# ---- boot_supervisor ----
**boot_supervisor: ports around the boundary**

The bar under the picture is 20 µm long. Pins as bars across the die edge, other pins in gray.
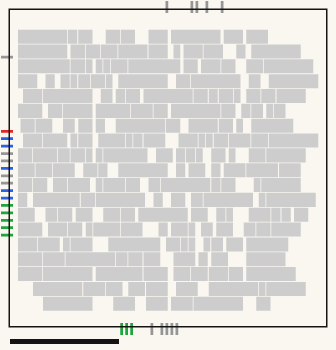
<file path="src/rtl/boot_supervisor.sv">
// Board reset sequencer driven by watchdog bites.
// Counts failed boots and latches recovery mode after MAX_TRIES.
module boot_supervisor #(
    parameter logic [4:0] BASE_ADDR     = 5'h0,
    parameter logic [7:0] DEFAULT_PULSE = 8'd16,
    parameter logic [2:0] MAX_TRIES     = 3'd3,
    parameter logic [7:0] BOOT_OK_MAGIC = 8'h5a
) (
    input  logic       clk,
    input  logic       rst,
    input  logic       ce,
    input  logic [4:0] csr_a,
    input  logic [7:0] csr_di,
    input  logic       csr_we,
    output logic [7:0] csr_do,
    input  logic       wdt_bite_in,
    output logic       board_rst,
    output logic       recovery,
    output logic       irq
);

    typedef enum logic [1:0] {
        S_RUN,
        S_ASSERT,
        S_RELEASE
    } state_t;

    state_t      state_q, state_d;
    logic        board_rst_q, board_rst_d;
    logic        recovery_q, recovery_d;
    logic        irq_q, irq_d;
    logic        en_q, en_d;
    logic [2:0]  tries_q, tries_d;
    logic [7:0]  pulse_q, pulse_d;
    logic        cause_q, cause_d;
    logic        prev_q;
    logic [7:0]  cnt_q, cnt_d;

    logic [4:0]  off;
    logic        hit;
    logic        wr_ctrl, wr_tries, wr_pulse, wr_cause;
    logic [2:0]  tries_base;
    logic [3:0]  tries_inc;

    assign off      = csr_a - BASE_ADDR;
    assign hit      = (off < 5'd4);
    assign wr_ctrl  = csr_we && hit && (off[1:0] == 2'd0);
    assign wr_tries = csr_we && hit && (off[1:0] == 2'd1);
    assign wr_pulse = csr_we && hit && (off[1:0] == 2'd2);
    assign wr_cause = csr_we && hit && (off[1:0] == 2'd3);

    // Magic clear lands before a coincident bite increments.
    assign tries_base = (wr_tries && csr_di == BOOT_OK_MAGIC) ? 3'd0 : tries_q;
    assign tries_inc  = {1'b0, tries_base} + 4'd1;

    always_comb begin
        state_d     = state_q;
        board_rst_d = board_rst_q;
        recovery_d  = recovery_q;
        irq_d       = 1'b0;
        en_d        = en_q;
        tries_d     = tries_base;
        pulse_d     = pulse_q;
        cause_d     = cause_q;
        cnt_d       = cnt_q;

        if (wr_ctrl) begin
            en_d       = csr_di[0];
            recovery_d = csr_di[1];
        end
        if (wr_pulse) begin
            pulse_d = csr_di;
        end
        if (wr_cause && csr_di[0]) begin
            cause_d = 1'b0;
        end

        unique case (state_q)
            S_RUN: begin
                if (wdt_bite_in && !prev_q && en_q) begin
                    state_d     = S_ASSERT;
                    board_rst_d = 1'b1;
                    irq_d       = 1'b1;
                    cnt_d       = (pulse_q == 8'd0) ? 8'd1 : pulse_q;
                    tries_d     = tries_inc[3] ? 3'd7 : tries_inc[2:0];
                    cause_d     = 1'b1;
                    if (tries_inc >= {1'b0, MAX_TRIES}) begin
                        recovery_d = 1'b1;
                    end
                end
            end
            S_ASSERT: begin
                if (ce) begin
                    if (cnt_q == 8'd1) begin
                        board_rst_d = 1'b0;
                        state_d     = S_RELEASE;
                    end else begin
                        cnt_d = cnt_q - 8'd1;
                    end
                end
            end
            S_RELEASE: begin
                if (!wdt_bite_in) begin
                    state_d = S_RUN;
                end
            end
            default: state_d = S_RUN;
        endcase
    end

    always_ff @(posedge clk or posedge rst) begin
        if (rst) begin
            state_q     <= S_RUN;
            board_rst_q <= 1'b0;
            recovery_q  <= 1'b0;
            irq_q       <= 1'b0;
            en_q        <= 1'b1;
            tries_q     <= 3'd0;
            pulse_q     <= DEFAULT_PULSE;
            cause_q     <= 1'b0;
            prev_q      <= 1'b0;
            cnt_q       <= 8'd0;
        end else begin
            state_q     <= state_d;
            board_rst_q <= board_rst_d;
            recovery_q  <= recovery_d;
            irq_q       <= irq_d;
            en_q        <= en_d;
            tries_q     <= tries_d;
            pulse_q     <= pulse_d;
            cause_q     <= cause_d;
            prev_q      <= wdt_bite_in;
            cnt_q       <= cnt_d;
        end
    end

    always_comb begin
        csr_do = 8'd0;
        if (hit) begin
            unique case (off[1:0])
                2'd0: csr_do = {6'd0, recovery_q, en_q};
                2'd1: csr_do = {5'd0, tries_q};
                2'd2: csr_do = pulse_q;
                2'd3: csr_do = {7'd0, cause_q};
                default: csr_do = 8'd0;
            endcase
        end
    end

    assign board_rst = board_rst_q;
    assign recovery  = recovery_q;
    assign irq       = irq_q;

endmodule

</file>
<file path="config.mk">
export PLATFORM = sky130hd
export DESIGN_NAME = boot_supervisor
export DESIGN_NICKNAME = d
export VERILOG_FILES = /design/src/rtl/boot_supervisor.sv
export SDC_FILE = /design/constraint.sdc
export NUM_CORES = 1
export LEC_CHECK = 0
export CORE_UTILIZATION = 52
export CTS_CLUSTER_SIZE = 25
export DETAILED_ROUTE_END_ITERATION = 10
export PLACE_DENSITY = 0.78
export SETUP_SLACK_MARGIN = 0.3
export SKIP_LAST_GASP = 1
export SLEW_MARGIN = 20
export SYNTH_ARGS = -nofsm -noshare
export SYNTH_HDL_FRONTEND = slang
export SYNTH_SLANG_ARGS = --single-unit
</file>
<file path="constraint.sdc">
create_clock -name clk -period 2.1 [get_ports clk]
set_input_delay 0.21 -clock clk [delete_from_list [all_inputs] [get_ports clk]]
set_output_delay 0.21 -clock clk [all_outputs]
set_load 0.03 [all_outputs]
</file>
==> flow_summary.toml <==
# generated from flow reports
[status]
status = "completed"

[cts]
cts_tree = "yes"
hold_buffers = 0

[timing]
setup_violations = 0
fin_worst_skew_ns = 0.01329
setup_slack_ns = 0.2868
hold_viol = 0

[synth]
ys_area_um2 = 1627

[placement]
dp.final_hpwl_um = 3005
place_inst = 228

[detailed_routing]
via_per_inst = 6.412
drtAntennaViolNets = 0
highest_layer = "met4"
routedWlPerCell_um = 19.78

[cells_and_area]
nClkBuffers = 4
final_area_um2 = 2386
layout_top_cells = "35 x buf_4, 24 x dfrtp_1, 14 x nor2_1, 9 x mux2_2, 8 x a21oi_1"
area_delta_synth_final_pct = 46.69

[setup_path]
critPathCaptureType = "flop"

[global_route]
grt_pass1_wl_um = 7334
grt.met3_usage_pct = 5.134

[die]
fp.dieW_um = 57.93

[min_path]
whs_endpoint = "pulse_q[6]"

[power_and_ir_drop]
power.share.clock_pct = 9.5
## Picture notes: 'ports around the boundary' of boot_supervisor
Green marks `csr_di`, pins 8, direction input, edge 5 west, 3 south. Blue marks `csr_a`, pins 5, direction input, edge west. Red marks `recovery`, pins 1, direction output, edge west.
All pins by edge: 16 west, 8 south, 5 north.

[synth_stat cells (all sizes together) (3+ instances only)]
cell type  instances
and2               8
buf                5
mux2i              3
nand3              5
nor2              14
nand2              9
a21oi             13
o21ai              4
ha                 4
nor2b              6
nor3               3
inv                6
dfrtp             25
mux2               9
o22a               3
o2bb2a             3
[power groups by stage]
stage / Clock [mW] / Combinational, mW / Sequential (mW)
finish: 0.244 / 1.41 / 0.917
detailed placement: 0 / 0.996 / 0.904
CTS: 0.238 / 1.15 / 0.896
global placement: 0 / 0.947 / 0.894
global route: 0.268 / 1.50 / 0.936
floorplan: 0 / 0.704 / 0.882
[worst max-delay path: stages (launching register included)]
cell	delay (ns)
dfrtp_1	0.44
inv_2	0.10
ha_4	0.13
or3b_4	0.39
o211ai_4	0.21
buf_8	0.18
a22oi_4	0.08
o2bb2a_4	0.19
[state kept, by name (all words and copies together), names as in the netlist]
signal / count
tries_q: 3
state_q: 2
en_q: 1
cnt_q: 8
prev_q: 1
recovery: 1
pulse_q: 8
cause_q: 1
irq: 1
board_rst: 1
[repair_timing]
item                                    CTS  global route
resized                                  42            27
buffers inserted                         10             8
pin swaps                                 7            18
endpoints found under the setup margin   17            16

# ---- minmax_scan_ctrl ----
**minmax_scan_ctrl: close-up of the layout**

The bar under the picture is 5 µm long. Window x 28 to 48, y 43 to 63 µm. Cells in gray, sequential cells in the stronger gray; small squares are vias.
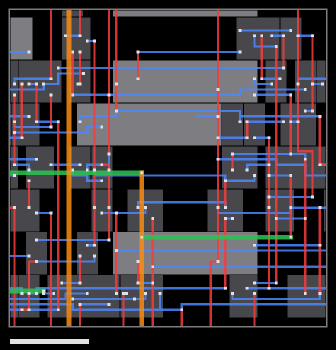
**minmax_scan_ctrl: selected gate families**

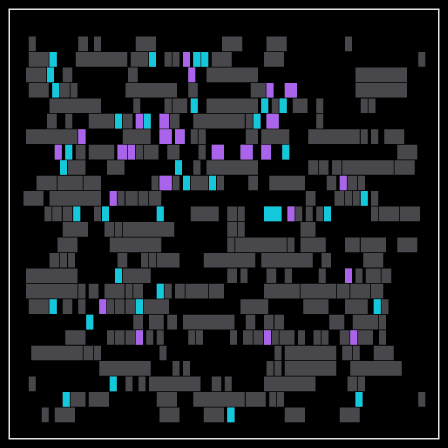
**minmax_scan_ctrl: clock wiring as the flow saved it**

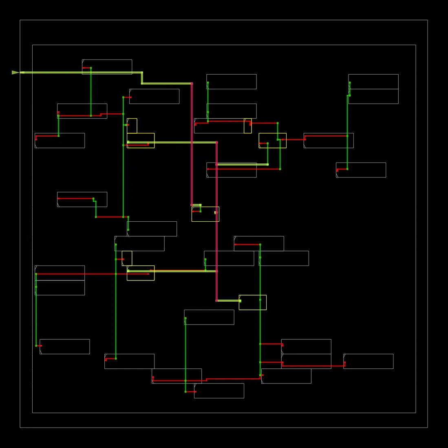
<file path="src/rtl/alu_ctrl_pkg.sv">
// Shared types for the ALU-side controllers: the min/max scan FSM state
// encoding, the default operand width and a signed operand type.
package alu_ctrl_pkg;

    localparam int ALU_WIDTH = 6;

    typedef logic signed [ALU_WIDTH-1:0] alu_word_t;

    typedef enum logic [2:0] {
        ST_IDLE    = 3'd0,
        ST_FETCH   = 3'd1,
        ST_CMP_MIN = 3'd2,
        ST_CMP_MAX = 3'd3,
        ST_DONE    = 3'd4
    } mmx_state_t;

endpackage

</file>
<file path="src/rtl/slt_cmp.sv">
// Purely combinational signed less-than: lt = (a_i < b_i) in two's complement.
module slt_cmp
    import alu_ctrl_pkg::*;
#(
    parameter int WIDTH = ALU_WIDTH
) (
    input  logic [WIDTH-1:0] a_i,
    input  logic [WIDTH-1:0] b_i,
    output logic             lt
);

    assign lt = $signed(a_i) < $signed(b_i);

endmodule

</file>
<file path="src/rtl/minmax_scan_ctrl.sv">
// Min/max burst scanner. Accepts 1..MAX_LEN signed words over a valid/ready
// front end and tracks the running minimum and maximum with one shared
// signed less-than comparator (CMP_MIN checks x < min, CMP_MAX checks max < x).
// Strict less-than means ties keep the earliest index.
// Build option: define MINMAX_IDX_EN to compile in the min/max index
// registers; otherwise min_idx/max_idx are tied to 0.
//
// Handshake: a word is consumed on a rising edge where in_valid && in_ready;
// in_ready is high only in FETCH and, like busy/done/err, comes from
// registers only, so it never depends combinationally on any input.
// FSM state is visible as state_q for binding checkers.
module minmax_scan_ctrl
    import alu_ctrl_pkg::*;
#(
    parameter int WIDTH   = ALU_WIDTH,
    parameter int MAX_LEN = 8,
    localparam int IW     = $clog2(MAX_LEN)
) (
    input  logic             clk,
    input  logic             rst,
    input  logic             start,
    input  logic [IW:0]      len,
    input  logic             in_valid,
    input  logic [WIDTH-1:0] in_data,
    output logic             in_ready,
    output logic             busy,
    output logic             done,
    output logic             err,
    output logic [WIDTH-1:0] min_out,
    output logic [WIDTH-1:0] max_out,
    output logic [IW-1:0]    min_idx,
    output logic [IW-1:0]    max_idx
);

    localparam logic [IW:0]   LEN_MAX = (IW+1)'(MAX_LEN);
    localparam logic [IW:0]   LEN_ONE = (IW+1)'(1);
    localparam logic [IW-1:0] CNT_ONE = IW'(1);

    mmx_state_t        state_q, state_d;
    logic [IW:0]       len_q, len_d;
    logic [IW-1:0]     cnt_q, cnt_d;
    logic [WIDTH-1:0]  x_q, x_d;
    logic [WIDTH-1:0]  min_q, min_d;
    logic [WIDTH-1:0]  max_q, max_d;
    logic              err_q, err_d;

    logic              len_legal;
    logic              last_elem;
    logic              first_load;
    logic [WIDTH-1:0]  cmp_a, cmp_b;
    logic              cmp_lt;

    assign len_legal  = (len != '0) && (len <= LEN_MAX);
    assign last_elem  = ({1'b0, cnt_q} == (len_q - LEN_ONE));
    assign first_load = (state_q == ST_FETCH) && in_valid && (cnt_q == '0);

    // Share the comparator: CMP_MAX asks max < x, every other state x < min.
    assign cmp_a = (state_q == ST_CMP_MAX) ? max_q : x_q;
    assign cmp_b = (state_q == ST_CMP_MAX) ? x_q   : min_q;

    slt_cmp #(.WIDTH(WIDTH)) u_slt_cmp (
        .a_i (cmp_a),
        .b_i (cmp_b),
        .lt  (cmp_lt)
    );

    // Next-state, counter and result-update logic.
    always_comb begin
        state_d = state_q;
        len_d   = len_q;
        cnt_d   = cnt_q;
        x_d     = x_q;
        min_d   = min_q;
        max_d   = max_q;
        err_d   = 1'b0;
        case (state_q)
            ST_IDLE: begin
                if (start) begin
                    if (len_legal) begin
                        len_d   = len;
                        cnt_d   = '0;
                        state_d = ST_FETCH;
                    end else begin
                        err_d = 1'b1;
                    end
                end
            end
            ST_FETCH: begin
                if (in_valid) begin
                    if (cnt_q == '0) begin
                        min_d = in_data;
                        max_d = in_data;
                        if (len_q == LEN_ONE) begin
                            state_d = ST_DONE;
                        end else begin
                            cnt_d = CNT_ONE;
                        end
                    end else begin
                        x_d     = in_data;
                        state_d = ST_CMP_MIN;
                    end
                end
            end
            ST_CMP_MIN: begin
                if (cmp_lt) begin
                    min_d = x_q;
                end
                state_d = ST_CMP_MAX;
            end
            ST_CMP_MAX: begin
                if (cmp_lt) begin
                    max_d = x_q;
                end
                if (last_elem) begin
                    state_d = ST_DONE;
                end else begin
                    cnt_d   = cnt_q + CNT_ONE;
                    state_d = ST_FETCH;
                end
            end
            ST_DONE: begin
                state_d = ST_IDLE;
            end
            default: begin
                state_d = ST_IDLE;
            end
        endcase
    end

    // State, counter and result registers.
    always_ff @(posedge clk or posedge rst) begin
        if (rst) begin
            state_q <= ST_IDLE;
            len_q   <= '0;
            cnt_q   <= '0;
            x_q     <= '0;
            min_q   <= '0;
            max_q   <= '0;
            err_q   <= 1'b0;
        end else begin
            state_q <= state_d;
            len_q   <= len_d;
            cnt_q   <= cnt_d;
            x_q     <= x_d;
            min_q   <= min_d;
            max_q   <= max_d;
            err_q   <= err_d;
        end
    end

`ifdef MINMAX_IDX_EN
    logic [IW-1:0] min_idx_q, min_idx_d;
    logic [IW-1:0] max_idx_q, max_idx_d;

    // Index tracking follows the same decisions as the value updates.
    always_comb begin
        min_idx_d = min_idx_q;
        max_idx_d = max_idx_q;
        if (first_load) begin
            min_idx_d = '0;
            max_idx_d = '0;
        end
        if ((state_q == ST_CMP_MIN) && cmp_lt) begin
            min_idx_d = cnt_q;
        end
        if ((state_q == ST_CMP_MAX) && cmp_lt) begin
            max_idx_d = cnt_q;
        end
    end

    // Index registers.
    always_ff @(posedge clk or posedge rst) begin
        if (rst) begin
            min_idx_q <= '0;
            max_idx_q <= '0;
        end else begin
            min_idx_q <= min_idx_d;
            max_idx_q <= max_idx_d;
        end
    end

    assign min_idx = min_idx_q;
    assign max_idx = max_idx_q;
`else
    logic unused_first_load;
    assign unused_first_load = first_load;
    assign min_idx = '0;
    assign max_idx = '0;
`endif

    assign in_ready = (state_q == ST_FETCH);
    assign busy     = (state_q != ST_IDLE);
    assign done     = (state_q == ST_DONE);
    assign err      = err_q;
    assign min_out  = min_q;
    assign max_out  = max_q;

endmodule

</file>
<file path="config.mk">
export PLATFORM = sky130hd
export DESIGN_NAME = minmax_scan_ctrl
export DESIGN_NICKNAME = d
export VERILOG_FILES = /design/src/rtl/alu_ctrl_pkg.sv /design/src/rtl/slt_cmp.sv /design/src/rtl/minmax_scan_ctrl.sv
export SDC_FILE = /design/constraint.sdc
export NUM_CORES = 1
export LEC_CHECK = 0
export ABC_AREA = 1
export CELL_PAD_IN_SITES_DETAIL_PLACEMENT = 0
export CELL_PAD_IN_SITES_GLOBAL_PLACEMENT = 1
export CORE_MARGIN = 2
export CORE_UTILIZATION = 38
export CTS_CLUSTER_DIAMETER = 60
export CTS_CLUSTER_SIZE = 8
export DETAILED_ROUTE_END_ITERATION = 10
export MAX_ROUTING_LAYER = met4
export PLACE_DENSITY_LB_ADDON = 0.1
export SYNTH_ARGS = -nofsm -noshare
export SYNTH_HDL_FRONTEND = slang
export SYNTH_SLANG_ARGS = --single-unit
</file>
<file path="constraint.sdc">
create_clock -name clk -period 2.8 [get_ports clk]
set_input_delay 0.84 -clock clk [delete_from_list [all_inputs] [get_ports clk]]
set_output_delay 0.84 -clock clk [all_outputs]
set_load 0.01 [all_outputs]
</file>
==> flow_summary.toml <==
# generated from flow reports
[setup_path]
crit_end = "in_ready"

[placement]
dp.final_hpwl_um = 3296
port_buffers = 29

[detailed_routing]
routedWlPerCell_um = 12.03
drt-total-wl_um = 4380
drtAntennaViolNets = 0

[global_route]
grt_pass1_wl_um = 7141
grt_pass1_vias = 1516

[cells_and_area]
area_delta_synth_final_pct = 22.98
final_nets = 319
seqCellArea_um2 = 725.7

[synth]
synthCells = 261
ys_area_um2 = 1933
synthTopCellsByCount = "78 x nand2_1, 29 x dfrtp_1, 29 x inv_1"

[status]
status = "completed"

[timing]
tns_ns = 0
hold_viol = 0
setup_violations = 0

[power_and_ir_drop]
internal_power_mw = 1.532
swShare_pct = 48.33
Notes on 'close-up of the layout' of minmax_scan_ctrl above:
Blue marks met1. Green marks met3. Red marks met2. Orange marks met4.
Netlist names of flops here include `state_q` (3). 32 logic cells have their middle in the window. Sequential cells in the window: 3. Most frequent: nand2_1 (7), inv_1 (4).

Notes on 'selected gate families' of minmax_scan_ctrl above:
Cyan marks inverters, cells 34. Purple marks NOR gates, cells 25.

Notes on 'clock wiring as the flow saved it' of minmax_scan_ctrl above:
Flop Count: 29
total clock sinks: 29
clock skew: 0.005298 ns
TritonCTS buffer count: 5

## through the flow
step	power, mW	utilization, %	instance area (µm²)
final	2.966	49.35	2377
after global routing	3.279	49.35	2377
after CTS	3.005	49.35	2377
after detailed placement	2.652	47.64	2295
after global placement	2.649	47.64	2295
after floorplan	2.082	-	1952
## flip-flops by register name (all words and copies together) (netlist names)
signal,flops
cnt_q,3
err,1
len_q,4
max_out,6
min_out,6
state_q,3
x_q,6
## metal layers
layer  routed length, µm  vias to the layer above
met3                 282                        7
met1                2149                      739
met4                  51                        0
li1                    -                      897
met5                   0                        -
met2                1895                       55
## logic make-up after synthesis
logic type | share of synthesized area (%)
flip-flops | 37.54
adder cells (fa/ha/maj) | 5.825
AND/OR/NAND/NOR | 32.36
other | 0.1940
buffers and inverters | 10.03
AND-OR/OR-AND | 12.23
XOR/XNOR | 1.813
## power groups by stage
stage | sequential, mW | clock, mW | combinational, mW
after floorplan | 0.812 | 0 | 1.27
after CTS | 0.810 | 0.347 | 1.85
final | 0.808 | 0.334 | 1.82
after global routing | 0.833 | 0.368 | 2.08
after global placement | 0.818 | 0 | 1.83
after detailed placement | 0.814 | 0 | 1.84

# ---- hand_cricket_match_ctrl ----
**hand_cricket_match_ctrl: signal metal coverage by tile**

The die is cut into 16 by 12 equal tiles; white is low, dark blue is high, scaled to the fullest tile. Values are wire area over tile area, all layers added.
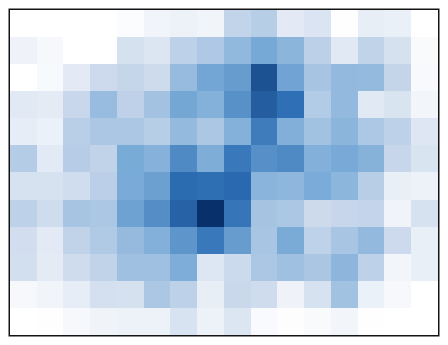
**hand_cricket_match_ctrl: selected gate families**

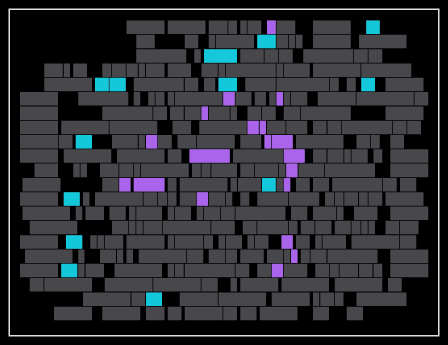
$ cat config.mk
export PLATFORM = sky130hd
export DESIGN_NAME = hand_cricket_match_ctrl
export DESIGN_NICKNAME = d
export VERILOG_FILES = /design/src/rtl/hand_cricket_match_ctrl.sv
export SDC_FILE = /design/constraint.sdc
export NUM_CORES = 1
export LEC_CHECK = 0
export CAP_MARGIN = 20
export CORE_ASPECT_RATIO = 0.75
export CORE_MARGIN = 1.5
export CORE_UTILIZATION = 45
export DETAILED_ROUTE_END_ITERATION = 8
export PLACE_DENSITY = 0.76
export SYNTH_ARGS = -nofsm -noshare
export SYNTH_HDL_FRONTEND = slang
export SYNTH_SLANG_ARGS = --single-unit
$ cat constraint.sdc
create_clock -name clk -period 1.6 [get_ports clk]
set_input_delay 0.32 -clock clk [delete_from_list [all_inputs] [get_ports clk]]
set_output_delay 0.32 -clock clk [all_outputs]
set_load 0.05 [all_outputs]
$ cat src/rtl/hand_cricket_match_ctrl.sv
// -----------------------------------------------------------------------------
// hand_cricket_match_ctrl
//
// Two-innings match sequencer for hand_cricket_game. It holds the game in reset
// whenever no innings is live, counts balls, records the first-innings total,
// sets the chase target, ends the second innings on target reached, out or
// ball limit, and declares the winner.
//
// Parameters
//   MAX_BALLS   : balls per innings, 1..15
//
// Ports
//   clk         : system clock, rising edge
//   reset       : asynchronous, active-high match abort
//   start       : new-match request, honoured in IDLE and DONE only
//   play_strobe : game btn_play; one ball per clock it is high
//   score_in    : game leds (running score, unsigned)
//   out_in      : game out_flag
//   game_rst    : drives the game's reset; low only in INN1/INN2
//   state       : IDLE=0 INN1=1 BRK=2 INN2=3 DONE=4
//   innings     : 0 in the first innings, 1 from BRK onward
//   p1_score    : first-innings total
//   p2_score    : second-innings total, frozen at match end
//   target      : p1_score + 1 (9 bits, so 255 gives 256)
//   balls       : balls bowled in the current innings
//   winner      : 00 none, 01 P1, 10 P2, 11 tie
//   match_done  : high in DONE
// -----------------------------------------------------------------------------
module hand_cricket_match_ctrl #(
   parameter int unsigned MAX_BALLS = 6
) (
   input  logic       clk,
   input  logic       reset,
   input  logic       start,
   input  logic       play_strobe,
   input  logic [7:0] score_in,
   input  logic       out_in,
   output logic       game_rst,
   output logic [2:0] state,
   output logic       innings,
   output logic [7:0] p1_score,
   output logic [7:0] p2_score,
   output logic [8:0] target,
   output logic [3:0] balls,
   output logic [1:0] winner,
   output logic       match_done
);

   typedef enum logic [2:0] {
      ST_IDLE = 3'd0,
      ST_INN1 = 3'd1,
      ST_BRK  = 3'd2,
      ST_INN2 = 3'd3,
      ST_DONE = 3'd4
   } state_t;

   typedef enum logic [1:0] {
      WIN_NONE = 2'b00,
      WIN_P1   = 2'b01,
      WIN_P2   = 2'b10,
      WIN_TIE  = 2'b11
   } winner_t;

   localparam logic [3:0] MAX_B = 4'(MAX_BALLS);

   state_t      state_q,      state_d;
   winner_t     winner_q,     winner_d;
   logic        game_rst_q,   game_rst_d;
   logic        innings_q,    innings_d;
   logic [7:0]  p1_score_q,   p1_score_d;
   logic [7:0]  p2_score_q,   p2_score_d;
   logic [8:0]  target_q,     target_d;
   logic [3:0]  balls_q,      balls_d;
   logic        match_done_q, match_done_d;

   logic ball_ok;     // strobe that may still be counted (not saturated)
   logic limit_end;   // ball limit reached and the last score has settled
   logic innings_end; // out or limit ends the live innings this clock

   always_comb begin
      // NOTE: every always_comb output gets a default first so no path leaves
      // it unassigned; a missing default here would infer a latch.
      state_d      = state_q;
      winner_d     = winner_q;
      innings_d    = innings_q;
      p1_score_d   = p1_score_q;
      p2_score_d   = p2_score_q;
      target_d     = target_q;
      balls_d      = balls_q;

      ball_ok     = play_strobe && (balls_q != MAX_B);
      // The game updates score_in on the edge that samples the final strobe,
      // so the limit is judged on the first strobe-free clock after it.
      limit_end   = (balls_q == MAX_B) && !play_strobe;
      innings_end = out_in || limit_end;

      unique case (state_q)
         ST_IDLE, ST_DONE: begin
            if (start) begin
               state_d    = ST_INN1;
               innings_d  = 1'b0;
               balls_d    = '0;
               p1_score_d = '0;
               p2_score_d = '0;
               target_d   = '0;
               winner_d   = WIN_NONE;
            end
         end

         ST_INN1: begin
            if (innings_end) begin
               // Strobe on the ending clock is deliberately not counted.
               state_d    = ST_BRK;
               innings_d  = 1'b1;
               p1_score_d = score_in;
               target_d   = {1'b0, score_in} + 9'd1;
            end else if (ball_ok) begin
               balls_d = balls_q + 4'd1;
            end
         end

         ST_BRK: begin
            state_d = ST_INN2;
            balls_d = '0;
         end

         ST_INN2: begin
            p2_score_d = score_in;
            // Reaching the target outranks an out on the same clock.
            if ({1'b0, score_in} >= target_q) begin
               state_d  = ST_DONE;
               winner_d = WIN_P2;
            end else if (innings_end) begin
               state_d  = ST_DONE;
               winner_d = (score_in == p1_score_q) ? WIN_TIE : WIN_P1;
            end else if (ball_ok) begin
               balls_d = balls_q + 4'd1;
            end
         end

         default: state_d = ST_IDLE;
      endcase

      // Registered outputs derived from the next state so they line up with it.
      game_rst_d   = !((state_d == ST_INN1) || (state_d == ST_INN2));
      match_done_d = (state_d == ST_DONE);
   end

   // NOTE: sequential state uses non-blocking assignments so every flop samples
   // the pre-edge values regardless of statement order.
   always_ff @(posedge clk or posedge reset) begin
      if (reset) begin
         state_q      <= ST_IDLE;
         winner_q     <= WIN_NONE;
         game_rst_q   <= 1'b1;
         innings_q    <= 1'b0;
         p1_score_q   <= '0;
         p2_score_q   <= '0;
         target_q     <= '0;
         balls_q      <= '0;
         match_done_q <= 1'b0;
      end else begin
         state_q      <= state_d;
         winner_q     <= winner_d;
         game_rst_q   <= game_rst_d;
         innings_q    <= innings_d;
         p1_score_q   <= p1_score_d;
         p2_score_q   <= p2_score_d;
         target_q     <= target_d;
         balls_q      <= balls_d;
         match_done_q <= match_done_d;
      end
   end

   assign state      = state_q;
   assign winner     = winner_q;
   assign game_rst   = game_rst_q;
   assign innings    = innings_q;
   assign p1_score   = p1_score_q;
   assign p2_score   = p2_score_q;
   assign target     = target_q;
   assign balls      = balls_q;
   assign match_done = match_done_q;

endmodule

==> flow_summary.toml <==
# generated from flow reports
[timing]
setup_violations = 11
max_freq_mhz = 559.9
setup_slack_ns = -0.1861

[synth]
fp_nets = 234
flop_cell = "dfrtp_1"

[global_route]
grt.met1_usage_pct = 36.72
grt_overflow = 0

[placement]
port_buffers = 49

[setup_path]
crit_family = "AND-OR/OR-AND gates"

[detailed_routing]
wl_met1_um = 2940
wl_met2_um = 3005

[status]
status = "complete, but fails checks"
failed_checks = "negative setup slack"

[cts]
cts_resized = 12
cts_setup_buffers = 1
htreeDepth = 2
About 'signal metal coverage by tile' of hand_cricket_match_ctrl:
14% of the tiles are over half the peak. The densest ninth of the die: center. 8.9% of the tiles are nearly empty. The emptiest ninth of the die: north-west.
drt total wl: 6556 µm
WL/cell: 18.21 µm
via count: 2012

About 'selected gate families' of hand_cricket_match_ctrl:
Cyan marks AND-OR and OR-AND gates, cells 13, where all over the die. Purple marks NOR gates, cells 19.
most used logic cell in the final layout: buf_4
combinational share of cell area: 34.00%
final instance count without filler cells: 360

power by group through the flow:
stage	logic (mW)	clock network [mW]	registers [mW]
global route	5.11	0.863	1.85
CTS	4.65	0.819	1.78
floorplan	1.33	0	2.82
detailed placement	4.53	0	1.79
global placement	4.44	0	1.78
finish	4.88	0.810	1.81
metrics by stage:
step,TNS [ns],std cells,util (%),hold slack (ns)
after floorplan,-2.800,210,-,0.4088
after global placement,-7.816,348,74.42,0.4635
after detailed placement,-9.074,348,74.42,0.4749
after CTS,-1.636,357,77.97,0.3689
after global routing,-2.347,360,79.97,0.3859
final,-1.594,360,79.97,0.3600
sequential cells by signal, summed over array words and instances (netlist names):
name,flops
p1_score,8
winner,2
game_rst,1
p2_score,8
innings,1
match_done,1
balls,4
state,3
target,9
area by class of cell:
type                       count  share of cell area (%)
clock inverter                 2                   1.092
timing repair buffer          93                   32.52
tap                           57                   2.008
sequential                    37                   26.64
clock buffer                   6                   2.044
inverter                      16                   1.691
multi-input combinational    149                   34.00
cells by family after synthesis:
group | share of synthesized area, %
simple gates | 18.66
compound gates | 17.75
flops | 44.75
buf+inv | 4.831
xor+xnor | 5.918
fa+ha+maj | 6.642
mux | 1.449

# ---- des_key_schedule ----
**des_key_schedule: selected gate families**

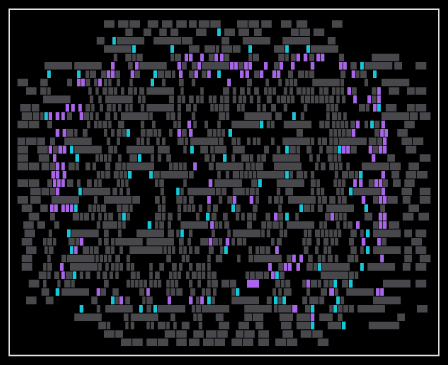
**des_key_schedule: signal metal coverage by tile**

The die is cut into 28 by 22 equal tiles; white is low, dark blue is high, scaled to the fullest tile. Values are wire area over tile area, all layers added.
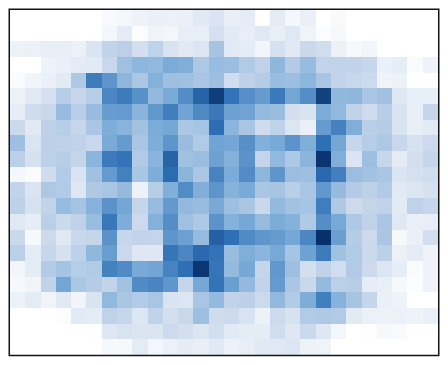
--- config.mk ---
export PLATFORM = sky130hd
export DESIGN_NAME = des_key_schedule
export DESIGN_NICKNAME = d
export VERILOG_FILES = /design/src/rtl/des_pkg.sv /design/src/rtl/des_pc2.sv /design/src/rtl/des_key_schedule.sv
export SDC_FILE = /design/constraint.sdc
export NUM_CORES = 1
export LEC_CHECK = 0
export ABC_AREA = 1
export ABC_CLOCK_PERIOD_IN_PS = 3700
export CORE_ASPECT_RATIO = 0.8
export CORE_MARGIN = 2
export CORE_UTILIZATION = 40
export CTS_CLUSTER_DIAMETER = 100
export CTS_CLUSTER_SIZE = 12
export DETAILED_ROUTE_END_ITERATION = 10
export GPL_TIMING_DRIVEN = 0
export PLACE_DENSITY = 0.65
export SLEW_MARGIN = 20
export SYNTH_ARGS = -nofsm -noshare
export SYNTH_HDL_FRONTEND = slang
export SYNTH_SLANG_ARGS = --single-unit
--- constraint.sdc ---
create_clock -name clk -period 3.7 [get_ports clk]
set_clock_uncertainty 0.2 [all_clocks]
set_input_delay 0.555 -clock clk [delete_from_list [all_inputs] [get_ports clk]]
set_output_delay 0.555 -clock clk [all_outputs]
set_load 0.02 [all_outputs]
--- src/rtl/des_pkg.sv ---
// Shared DES key-schedule constants.
// Holds the PC-1 and PC-2 tables as 1-based DES bit indices, where DES bit 1
// is the MSB of the vector. It also holds the per-round left-shift amounts
// and the datapath widths used by des_key_schedule and des_pc2.
package des_pkg;

    localparam int unsigned KEY_W    = 64;
    localparam int unsigned CD_W     = 28;
    localparam int unsigned SUBKEY_W = 48;
    localparam int unsigned ROUND_W  = 4;
    localparam int unsigned ROUNDS   = 16;

    // PC-1: entry i selects DES key bit PC1_TABLE[i] for output bit i+1 of {C,D}.
    localparam int unsigned PC1_TABLE [56] = '{
        57, 49, 41, 33, 25, 17,  9,
         1, 58, 50, 42, 34, 26, 18,
        10,  2, 59, 51, 43, 35, 27,
        19, 11,  3, 60, 52, 44, 36,
        63, 55, 47, 39, 31, 23, 15,
         7, 62, 54, 46, 38, 30, 22,
        14,  6, 61, 53, 45, 37, 29,
        21, 13,  5, 28, 20, 12,  4
    };

    // PC-2: entry i selects {C,D} bit PC2_TABLE[i] for subkey bit i+1.
    localparam int unsigned PC2_TABLE [48] = '{
        14, 17, 11, 24,  1,  5,
         3, 28, 15,  6, 21, 10,
        23, 19, 12,  4, 26,  8,
        16,  7, 27, 20, 13,  2,
        41, 52, 31, 37, 47, 55,
        30, 40, 51, 45, 33, 48,
        44, 49, 39, 56, 34, 53,
        46, 42, 50, 36, 29, 32
    };

    // Left rotation applied before round 1..16 (index 0 = round 1).
    localparam logic [1:0] SHIFT_TABLE [16] = '{
        2'd1, 2'd1, 2'd2, 2'd2, 2'd2, 2'd2, 2'd2, 2'd2,
        2'd1, 2'd2, 2'd2, 2'd2, 2'd2, 2'd2, 2'd2, 2'd1
    };

    typedef enum logic [0:0] {
        ST_IDLE   = 1'b0,
        ST_ACTIVE = 1'b1
    } ks_state_t;

endpackage

--- src/rtl/des_pc2.sv ---
// DES Permuted Choice 2: a purely combinational 56-to-48 bit selection.
// Ports:
//   cd     - in  56: concatenated {C,D}, bit 55 = DES bit 1
//   subkey - out 48: round subkey, bit 47 = PC-2 output bit 1
module des_pc2
    import des_pkg::*;
(
    input  logic [2*CD_W-1:0]   cd,
    output logic [SUBKEY_W-1:0] subkey
);

    for (genvar i = 0; i < SUBKEY_W; i++) begin : g_sel
        assign subkey[SUBKEY_W-1-i] = cd[2*CD_W - PC2_TABLE[i]];
    end

    // PC-2 drops DES bits 9, 18, 22, 25, 35, 38, 43 and 54 of {C,D}.
    logic unused_cd;
    assign unused_cd = ^{cd[47], cd[38], cd[34], cd[31],
                         cd[21], cd[18], cd[13], cd[2]};

endmodule

--- src/rtl/des_key_schedule.sv ---
// DES key schedule: produces the 16 round subkeys, one at a time.
// The subkeys come out in encrypt order (K1..K16) or decrypt order (K16..K1).
// Ports:
//   clk, rst_n    - clock (rising edge), asynchronous active-low reset
//   key_load      - strobe: capture key_in/decrypt and start a schedule
//   key_in        - 64-bit DES key, bit 63 = DES bit 1, parity bits ignored
//   decrypt       - order select sampled with key_load (1 = K16..K1)
//   next          - advance to the following subkey while subkey_valid
//   subkey        - current 48-bit round subkey
//   round_cnt     - current round index 0..15
//   subkey_valid  - subkey/round_cnt are meaningful
//   done          - one-cycle pulse after the 16th subkey is consumed
module des_key_schedule
    import des_pkg::*;
#(
    parameter int unsigned START_ROUND = 0
) (
    input  logic                clk,
    input  logic                rst_n,
    input  logic                key_load,
    input  logic [KEY_W-1:0]    key_in,
    input  logic                decrypt,
    input  logic                next,
    output logic [SUBKEY_W-1:0] subkey,
    output logic [ROUND_W-1:0]  round_cnt,
    output logic                subkey_valid,
    output logic                done
);

    localparam logic [ROUND_W-1:0] ROUND_FIRST = ROUND_W'(START_ROUND);
    localparam logic [ROUND_W-1:0] ROUND_LAST  = ROUND_W'(START_ROUND + ROUNDS - 1);

    ks_state_t state, state_nxt;

    logic [CD_W-1:0]    c_q, d_q;
    logic [CD_W-1:0]    c_load, d_load;
    logic [CD_W-1:0]    c_step, d_step;
    logic [2*CD_W-1:0]  cd_pc1;
    logic [ROUND_W-1:0] round_q;
    logic [ROUND_W-1:0] round_rel;
    logic [ROUND_W-1:0] idx_enc, idx_dec;
    logic [1:0]         shift_amt;
    logic               mode_q;
    logic               done_q;
    logic               advance;
    logic               finish;

    // PC-1 straight from the key input.
    for (genvar i = 0; i < 2*CD_W; i++) begin : g_pc1
        assign cd_pc1[2*CD_W-1-i] = key_in[KEY_W - PC1_TABLE[i]];
    end

    // Parity bits (DES bits 8, 16, ..., 64) do not enter the schedule.
    logic unused_parity;
    assign unused_parity = ^{key_in[56], key_in[48], key_in[40], key_in[32],
                             key_in[24], key_in[16], key_in[8],  key_in[0]};

    // Encrypt preloads the round-1 rotation so K1 appears right after the load.
    // Decrypt loads C0D0 unrotated: the 16 shifts total 28, so C0D0 = C16D16.
    always_comb begin
        c_load = cd_pc1[2*CD_W-1:CD_W];
        d_load = cd_pc1[CD_W-1:0];
        if (!decrypt) begin
            c_load = {c_load[CD_W-2:0], c_load[CD_W-1]};
            d_load = {d_load[CD_W-2:0], d_load[CD_W-1]};
        end
    end

    // Round r -> r+1 uses SHIFT[r+2] left (encrypt) or SHIFT[16-r] right
    // (decrypt). The indices are 0-based here and wrap harmlessly at r = 15,
    // where the step is never taken.
    always_comb begin
        round_rel = round_q - ROUND_FIRST;
        idx_enc   = round_rel + 4'd1;
        idx_dec   = 4'd15 - round_rel;
        shift_amt = mode_q ? SHIFT_TABLE[idx_dec] : SHIFT_TABLE[idx_enc];
        if (mode_q) begin
            if (shift_amt == 2'd2) begin
                c_step = {c_q[1:0], c_q[CD_W-1:2]};
                d_step = {d_q[1:0], d_q[CD_W-1:2]};
            end else begin
                c_step = {c_q[0], c_q[CD_W-1:1]};
                d_step = {d_q[0], d_q[CD_W-1:1]};
            end
        end else begin
            if (shift_amt == 2'd2) begin
                c_step = {c_q[CD_W-3:0], c_q[CD_W-1:CD_W-2]};
                d_step = {d_q[CD_W-3:0], d_q[CD_W-1:CD_W-2]};
            end else begin
                c_step = {c_q[CD_W-2:0], c_q[CD_W-1]};
                d_step = {d_q[CD_W-2:0], d_q[CD_W-1]};
            end
        end
    end

    // State register.
    always_ff @(posedge clk or negedge rst_n) begin
        if (!rst_n) begin
            state <= ST_IDLE;
        end else begin
            state <= state_nxt;
        end
    end

    // Next-state logic; a load always wins over next.
    always_comb begin
        advance   = (state == ST_ACTIVE) && next && !key_load;
        finish    = advance && (round_q == ROUND_LAST);
        state_nxt = state;
        if (key_load) begin
            state_nxt = ST_ACTIVE;
        end else if (finish) begin
            state_nxt = ST_IDLE;
        end
    end

    // Key halves, round index, mode and done pulse.
    always_ff @(posedge clk or negedge rst_n) begin
        if (!rst_n) begin
            c_q     <= '0;
            d_q     <= '0;
            round_q <= '0;
            mode_q  <= 1'b0;
            done_q  <= 1'b0;
        end else begin
            done_q <= finish;
            if (key_load) begin
                c_q     <= c_load;
                d_q     <= d_load;
                round_q <= ROUND_FIRST;
                mode_q  <= decrypt;
            end else if (advance && !finish) begin
                c_q     <= c_step;
                d_q     <= d_step;
                round_q <= round_q + 4'd1;
            end
        end
    end

    des_pc2 u_pc2 (
        .cd     ({c_q, d_q}),
        .subkey (subkey)
    );

    // Outputs.
    always_comb begin
        subkey_valid = (state == ST_ACTIVE);
        round_cnt    = round_q;
        done         = done_q;
    end

endmodule

==> flow_summary.toml <==
# generated from flow reports
[cells_and_area]
area_delta_synth_final_pct = 28.96
dominant-cell-class = "multi-input combinational cells"
comb_area_um2 = 3338
fillers = 1501

[setup_path]
critPathCaptureType = "flop"
crit_buf_inv = 5
cp-start-kind = "input port"
crit_chain = "clkdlybuf4s50_1 > clkbuf_1 > nor2_1 > clkbuf_1 > clkbuf_1 > nand2_1 > nand3_1 > nand2_1 > inv_1"

[power_and_ir_drop]
internal_power_mw = 2.101

[status]
status = "completed"

[synth]
synth_xor_xnor_area_share_pct = 0

[cts]
hold_buffers = 1
numCtsBuffers = 9

[min_path]
hold_class = "reg2reg"

[global_route]
grt.busiest_layer = "met2"

[placement]
dp.final_hpwl_um = 14040

[timing]
tightest_slew_ns = 0.6096

[detailed_routing]
drt-total-wl_um = 18960
## Picture notes: 'selected gate families' of des_key_schedule
Purple marks NOR gates, cells 139, where all over the die. Cyan marks inverters, cells 70, where all over the die.
final instance count without filler cells: 1325
combinational share of cell area: 44.41%
most used logic cell in the final layout: nand2_1

## Picture notes: 'signal metal coverage by tile' of des_key_schedule
The mean over all tiles is 0.20. The densest ninth of the die: center. 16% of the tiles are over half the peak. 10% of the tiles are nearly empty.

==> final timing paths <==
kind | from | slack (ns) | cells past startpoint | endpoint
min in group asynchronous | rst_n | 0.44 | 2 | subkey_valid
min reg2reg | subkey_valid | 0.37 | 2 | subkey_valid
max reg2reg | round_cnt[1] | 1.09 | 11 | c_q[8]
max | key_load | 0.93 | 9 | c_q[2]
min | subkey_valid | 0.37 | 2 | subkey_valid
max in group asynchronous | rst_n | 2.32 | 3 | d_q[22]
==> cells in the mapped netlist <==
library cell / count / area (µm²)
buf_6: 4 / 45.04
o21ai_1: 1 / 5.000
a21oi_2: 1 / 8.760
nand3_1: 120 / 600.6
nand4_1: 2 / 12.51
inv_2: 1 / 3.750
o21bai_1: 1 / 7.510
a21oi_1: 21 / 105.1
nor2_1: 136 / 510.5
buf_4: 53 / 397.9
nor2_4: 1 / 11.26
inv_1: 69 / 259.0
o22ai_1: 1 / 6.260
clkbuf_2: 1 / 5.000
dfrtp_1: 63 / 1577
o21ai_0: 44 / 220.2
nor3_1: 2 / 10.01
or2_0: 1 / 6.260
nand2_1: 377 / 1415
buf_2: 12 / 60.06
clkbuf_1: 35 / 131.4
ha_1: 6 / 75.07
buf_1: 3 / 11.26
or2_2: 55 / 344.1

# ---- id_stage ----
===== config.mk =====
export PLATFORM = sky130hd
export DESIGN_NAME = id_stage
export DESIGN_NICKNAME = d
export VERILOG_FILES = /design/src/rtl/id_pkg.sv /design/src/rtl/id_stage_regfile.sv /design/src/rtl/id_stage.sv
export SDC_FILE = /design/constraint.sdc
export NUM_CORES = 2
export LEC_CHECK = 0
export CELL_PAD_IN_SITES_DETAIL_PLACEMENT = 1
export CELL_PAD_IN_SITES_GLOBAL_PLACEMENT = 1
export CORE_ASPECT_RATIO = 1.75
export CORE_MARGIN = 3
export CORE_UTILIZATION = 56
export DETAILED_ROUTE_END_ITERATION = 6
export PLACE_DENSITY_LB_ADDON = 0.1
export SLEW_MARGIN = 20
export SYNTH_ARGS = -nofsm -noshare
export SYNTH_HDL_FRONTEND = slang
export SYNTH_HIERARCHICAL = 1
export SYNTH_SLANG_ARGS = --single-unit

===== constraint.sdc =====
create_clock -name clk -period 6.71 [get_ports clk]
set_clock_uncertainty 0.1 [all_clocks]
set_input_delay 1.6775 -clock clk [delete_from_list [all_inputs] [get_ports clk]]
set_output_delay 1.6775 -clock clk [all_outputs]
set_load 0.02 [all_outputs]

===== src/rtl/id_pkg.sv =====
// ---------------------------------------------------------------------------
// id_pkg
// Shared definitions for the instruction decode stage: opcode values,
// instruction field bit positions, the packed ID/EX payload and a small
// sign-extension helper.
// No ports (package).
// ---------------------------------------------------------------------------
package id_pkg;

    // Instruction field positions
    localparam int OPC_HI = 31;
    localparam int OPC_LO = 26;
    localparam int RD_HI  = 25;
    localparam int RD_LO  = 21;
    localparam int RS1_HI = 20;
    localparam int RS1_LO = 16;
    localparam int RS2_HI = 15;
    localparam int RS2_LO = 11;
    localparam int IMM_HI = 15;
    localparam int IMM_LO = 0;
    localparam int ALU_HI = 5;
    localparam int ALU_LO = 0;

    typedef enum logic [5:0] {
        OP_ALU  = 6'h00,
        OP_ADDI = 6'h01,
        OP_LW   = 6'h02,
        OP_SW   = 6'h03,
        OP_BEQ  = 6'h04,
        OP_JAL  = 6'h05,
        OP_RET  = 6'h06
    } opcode_t;

    typedef struct packed {
        logic        is_jump;
        logic        is_return;
        logic        is_branch;
        logic        is_load;
        logic        is_store;
        logic        reg_write;
        logic [31:0] rs1_data;
        logic [31:0] rs2_data;
        logic [31:0] imm;
        logic [31:0] pc_plus_four;
        logic [4:0]  rd;
        logic [4:0]  rs1;
        logic [4:0]  rs2;
        logic [5:0]  aluop;
    } id_ex_t;

    // A bubble is simply the all-zero payload
    localparam id_ex_t ID_EX_BUBBLE = '0;

    function automatic logic [31:0] sign_extend16(input logic [15:0] value);
        return {{16{value[15]}}, value};
    endfunction

endpackage


===== src/rtl/id_stage_regfile.sv =====
// ---------------------------------------------------------------------------
// regfile
// 32 x 32-bit register file with two combinational read ports and one
// synchronous write port. r0 always reads zero and never stores a value.
// A write happening in the same cycle as a read of the same register is
// forwarded so the reader sees the new value immediately.
// Ports:
//   clk, rst           clock, asynchronous active-low reset (clears all regs)
//   rs1_addr/rs1_data  read port 1
//   rs2_addr/rs2_data  read port 2
//   write_enable, write_addr, write_data   writeback port
// ---------------------------------------------------------------------------
module regfile
    import id_pkg::*;
(
    input  logic        clk,
    input  logic        rst,
    input  logic [4:0]  rs1_addr,
    input  logic [4:0]  rs2_addr,
    output logic [31:0] rs1_data,
    output logic [31:0] rs2_data,
    input  logic        write_enable,
    input  logic [4:0]  write_addr,
    input  logic [31:0] write_data
);

    logic [31:0] regs [32];

    always_ff @(posedge clk or negedge rst) begin
        if (!rst) begin
            for (int i = 0; i < 32; i++) begin
                regs[i] <= '0;
            end
        end else if (write_enable && (write_addr != 5'd0)) begin
            regs[write_addr] <= write_data;
        end
    end

    // Same-cycle writeback bypass; r0 is forced to zero regardless
    always_comb begin
        rs1_data = regs[rs1_addr];
        rs2_data = regs[rs2_addr];
        if (write_enable && (write_addr == rs1_addr)) begin
            rs1_data = write_data;
        end
        if (write_enable && (write_addr == rs2_addr)) begin
            rs2_data = write_data;
        end
        if (rs1_addr == 5'd0) begin
            rs1_data = '0;
        end
        if (rs2_addr == 5'd0) begin
            rs2_data = '0;
        end
    end

endmodule


===== src/rtl/id_stage.sv =====
// ---------------------------------------------------------------------------
// id_stage
// Instruction decode stage. Decodes the instruction returned by the
// synchronous instruction memory, reads operands, detects load-use and
// redirect hazards and registers the result into the ID/EX pipeline register.
// Ports:
//   clk, rst                 clock, asynchronous active-low reset
//   IF_instr                 instruction for the PC presented last cycle
//   IF_PC_out                current fetch PC (word address)
//   IF_flush                 IF_instr is wrong-path
//   EX_branch_out            branch taken in EX this cycle
//   WB_regWrite/WB_rd/WB_data  writeback port into the register file
//   PCWrite                  fetch update enable, low for a load-use stall
//   ID_EX_*                  registered decode results
// ---------------------------------------------------------------------------
module id_stage
    import id_pkg::*;
(
    input  logic        clk,
    input  logic        rst,
    input  logic [31:0] IF_instr,
    input  logic [31:0] IF_PC_out,
    input  logic        IF_flush,
    input  logic        EX_branch_out,
    input  logic        WB_regWrite,
    input  logic [4:0]  WB_rd,
    input  logic [31:0] WB_data,
    output logic        PCWrite,
    output logic        ID_EX_isJump,
    output logic        ID_EX_isReturn,
    output logic        ID_EX_isBranch,
    output logic        ID_EX_isLoad,
    output logic        ID_EX_isStore,
    output logic        ID_EX_regWrite,
    output logic [31:0] ID_EX_rs1_data,
    output logic [31:0] ID_EX_rs2_data,
    output logic [31:0] ID_EX_imm,
    output logic [31:0] ID_EX_PC_plus_four,
    output logic [4:0]  ID_EX_rd,
    output logic [4:0]  ID_EX_rs1,
    output logic [4:0]  ID_EX_rs2,
    output logic [5:0]  ID_EX_aluop
);

    logic [31:0] pc_q;
    id_ex_t      id_ex_q;
    id_ex_t      decoded;
    id_ex_t      id_ex_d;

    logic [5:0]  opcode;
    logic [4:0]  rd;
    logic [4:0]  rs1;
    logic [4:0]  rs2;
    logic [31:0] rs1_data;
    logic [31:0] rs2_data;
    logic        redirect;
    logic        load_use;

    assign opcode = IF_instr[OPC_HI:OPC_LO];
    assign rd     = IF_instr[RD_HI:RD_LO];
    assign rs1    = IF_instr[RS1_HI:RS1_LO];
    assign rs2    = IF_instr[RS2_HI:RS2_LO];

    regfile u_regfile (
        .clk          (clk),
        .rst          (rst),
        .rs1_addr     (rs1),
        .rs2_addr     (rs2),
        .rs1_data     (rs1_data),
        .rs2_data     (rs2_data),
        .write_enable (WB_regWrite),
        .write_addr   (WB_rd),
        .write_data   (WB_data)
    );

    // Hazards: a redirect or flush already bubbles the slot, so a load-use
    // stall is only raised when the instruction would otherwise issue
    assign redirect = id_ex_q.is_jump | id_ex_q.is_return | EX_branch_out;
    assign load_use = id_ex_q.is_load & id_ex_q.reg_write & (id_ex_q.rd != 5'd0)
                    & ((id_ex_q.rd == rs1) | (id_ex_q.rd == rs2))
                    & ~redirect & ~IF_flush;
    assign PCWrite  = ~load_use;

    // Decode; every recognised opcode carries its raw fields and operands,
    // unknown opcodes fall back to a bubble
    always_comb begin
        decoded              = ID_EX_BUBBLE;
        decoded.rs1_data     = rs1_data;
        decoded.rs2_data     = rs2_data;
        decoded.imm          = sign_extend16(IF_instr[IMM_HI:IMM_LO]);
        decoded.pc_plus_four = pc_q + 32'd1;
        decoded.rd           = rd;
        decoded.rs1          = rs1;
        decoded.rs2          = rs2;
        case (opcode)
            OP_ALU: begin
                decoded.reg_write = 1'b1;
                decoded.aluop     = IF_instr[ALU_HI:ALU_LO];
            end
            OP_ADDI: decoded.reg_write = 1'b1;
            OP_LW: begin
                decoded.is_load   = 1'b1;
                decoded.reg_write = 1'b1;
            end
            OP_SW:  decoded.is_store  = 1'b1;
            OP_BEQ: decoded.is_branch = 1'b1;
            OP_JAL: begin
                decoded.is_jump   = 1'b1;
                decoded.reg_write = 1'b1;
            end
            OP_RET: decoded.is_return = 1'b1;
            default: decoded = ID_EX_BUBBLE;
        endcase
    end

    always_comb begin
        id_ex_d = decoded;
        if (redirect || IF_flush || load_use) begin
            id_ex_d = ID_EX_BUBBLE;
        end
    end

    // pc_q tracks the PC whose instruction is currently on IF_instr
    always_ff @(posedge clk or negedge rst) begin
        if (!rst) begin
            pc_q    <= '0;
            id_ex_q <= ID_EX_BUBBLE;
        end else begin
            if (PCWrite) begin
                pc_q <= IF_PC_out;
            end
            id_ex_q <= id_ex_d;
        end
    end

    assign ID_EX_isJump       = id_ex_q.is_jump;
    assign ID_EX_isReturn     = id_ex_q.is_return;
    assign ID_EX_isBranch     = id_ex_q.is_branch;
    assign ID_EX_isLoad       = id_ex_q.is_load;
    assign ID_EX_isStore      = id_ex_q.is_store;
    assign ID_EX_regWrite     = id_ex_q.reg_write;
    assign ID_EX_rs1_data     = id_ex_q.rs1_data;
    assign ID_EX_rs2_data     = id_ex_q.rs2_data;
    assign ID_EX_imm          = id_ex_q.imm;
    assign ID_EX_PC_plus_four = id_ex_q.pc_plus_four;
    assign ID_EX_rd           = id_ex_q.rd;
    assign ID_EX_rs1          = id_ex_q.rs1;
    assign ID_EX_rs2          = id_ex_q.rs2;
    assign ID_EX_aluop        = id_ex_q.aluop;

endmodule


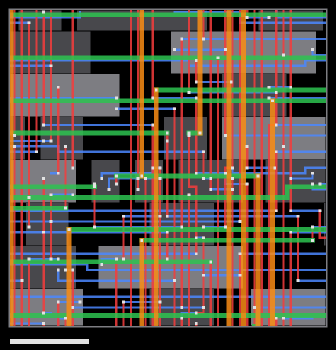
**Above:** id_stage (close-up of the layout).
The bar under the picture is 5 µm long. Window x 120 to 140, y 305 to 325 µm. Cells in gray, sequential cells in the stronger gray; small squares are vias.
Orange marks met4. Blue marks met1. Green marks met3. Red marks met2.
Netlist names of flops here include `u_regfile/regs` (6). Most frequent: mux2_2 (6), dfrtp_1 (6), buf_4 (3). 18 logic cells have their middle in the window. Sequential cells in the window: 6.

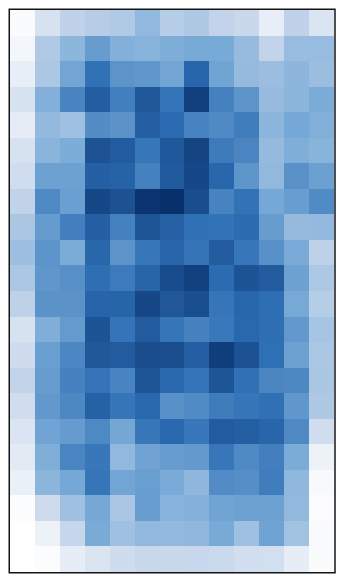
**Above:** id_stage (signal metal coverage by tile).
The die is cut into 13 by 22 equal tiles; white is low, dark blue is high, scaled to the fullest tile. Values are wire area over tile area, all layers added.
The mean over all tiles is 0.34. 1.7% of the tiles are nearly empty. The emptiest ninth of the die: south-west. 60% of the tiles are over half the peak. The fullest tile reaches 0.63.

==> flow_summary.toml <==
# generated from flow reports
[status]
status = "completed"

[power_and_ir_drop]
power_density_nw_per_um2 = 285.9

[synth]
synthCells = 4590
synthArstFlopShare_pct = 100.0
synth_cell_type_count = 77
ys_warn_count = 6
ys_area_um2 = 62890
edf_count = 0

[detailed_routing]
drc = 0
drtAntennaViolNets = 0

[setup_path]
slowest_stage = "nor4_4"
critPathCaptureType = "output port"
critical_path_class = "in2out"
crit_family = "buffers and inverters"

[placement]
dpl_worst_slack_ns = 0.8454

[cts]
clock_sinks = 1190
clk_latency_ns = 0.76

[flow_run]
warnings = 55

[die]
die_y_um = 449.3
num_rows = 162

[timing]
setup_violations = 0
rsz0062_at_grt = "no"
whs_ns = 0.3012
slew_headroom_pct = 16.80

[cells_and_area]
comb_area_um2 = 30390

[global_route]
grt_overflow = 0
## layout make-up
cell class | count | area share (%)
multi-input cells | 2807 | 43.13
flip-flops and latches | 1190 | 42.27
repair buffers | 434 | 5.871
clock buffers | 169 | 4.902
well taps | 1476 | 2.621
clock inverters | 39 | 0.6482
inverters | 98 | 0.5221
diodes | 11 | 0.03907
## state kept, by name, indices dropped and copies added (netlist names), 4 cells and up
register	cells
ID_EX_rs2	4
u_regfile/regs	1024
ID_EX_rs1	5
ID_EX_rs1_data	32
ID_EX_PC_plus_four	32
pc_q	32
ID_EX_rd	5
ID_EX_aluop	6
ID_EX_imm	12
ID_EX_rs2_data	32
## path summary, 6_finish.rpt
check	slack (ns)	end	from	depth (start not counted)
max in group asynchronous	4.06	ID_EX_rs1_data[13]	rst	2
min in group asynchronous	0.77	u_regfile/regs[1020]	rst	1
worst max register to register	3.85	pc_q[31]	ID_EX_rd[2]	6
worst min register to register	0.30	u_regfile/regs[997]	u_regfile/regs[997]	0
worst min-delay path	0.30	u_regfile/regs[997]	u_regfile/regs[997]	0
worst max-delay path	0.85	PCWrite	IF_flush	6


==> notes/layouts.md <==
Pictures saved along the way, in no particular order.

Clock wiring as the flow saved it.
shot_01.png
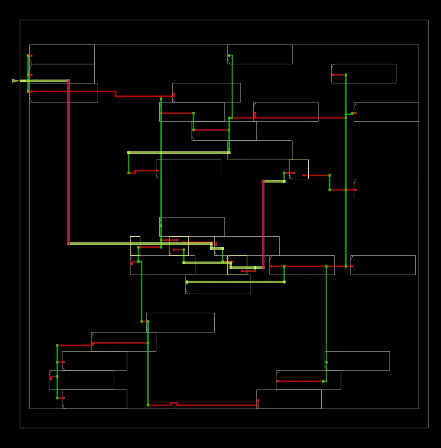
shot_02.png
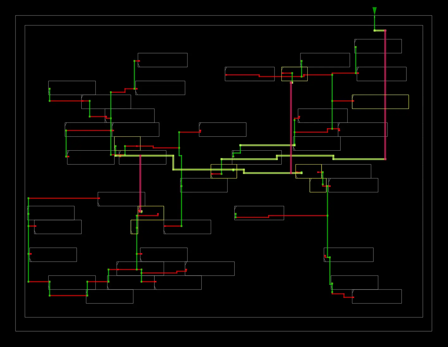
shot_03.png
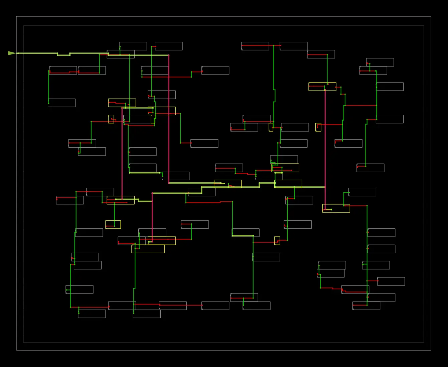
shot_04.png
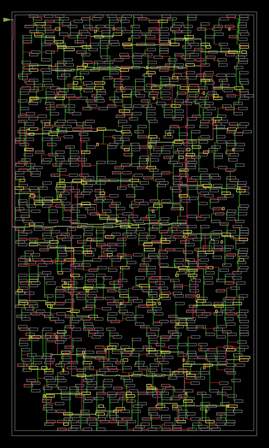
shot_04.png is id_stage.
shot_02.png is hand_cricket_match_ctrl.
shot_03.png is des_key_schedule.
shot_01.png is boot_supervisor.
- fewest sequential cells: shot_01.png
- most clock buffers: shot_04.png

Power and IR drop assume default switching activity.
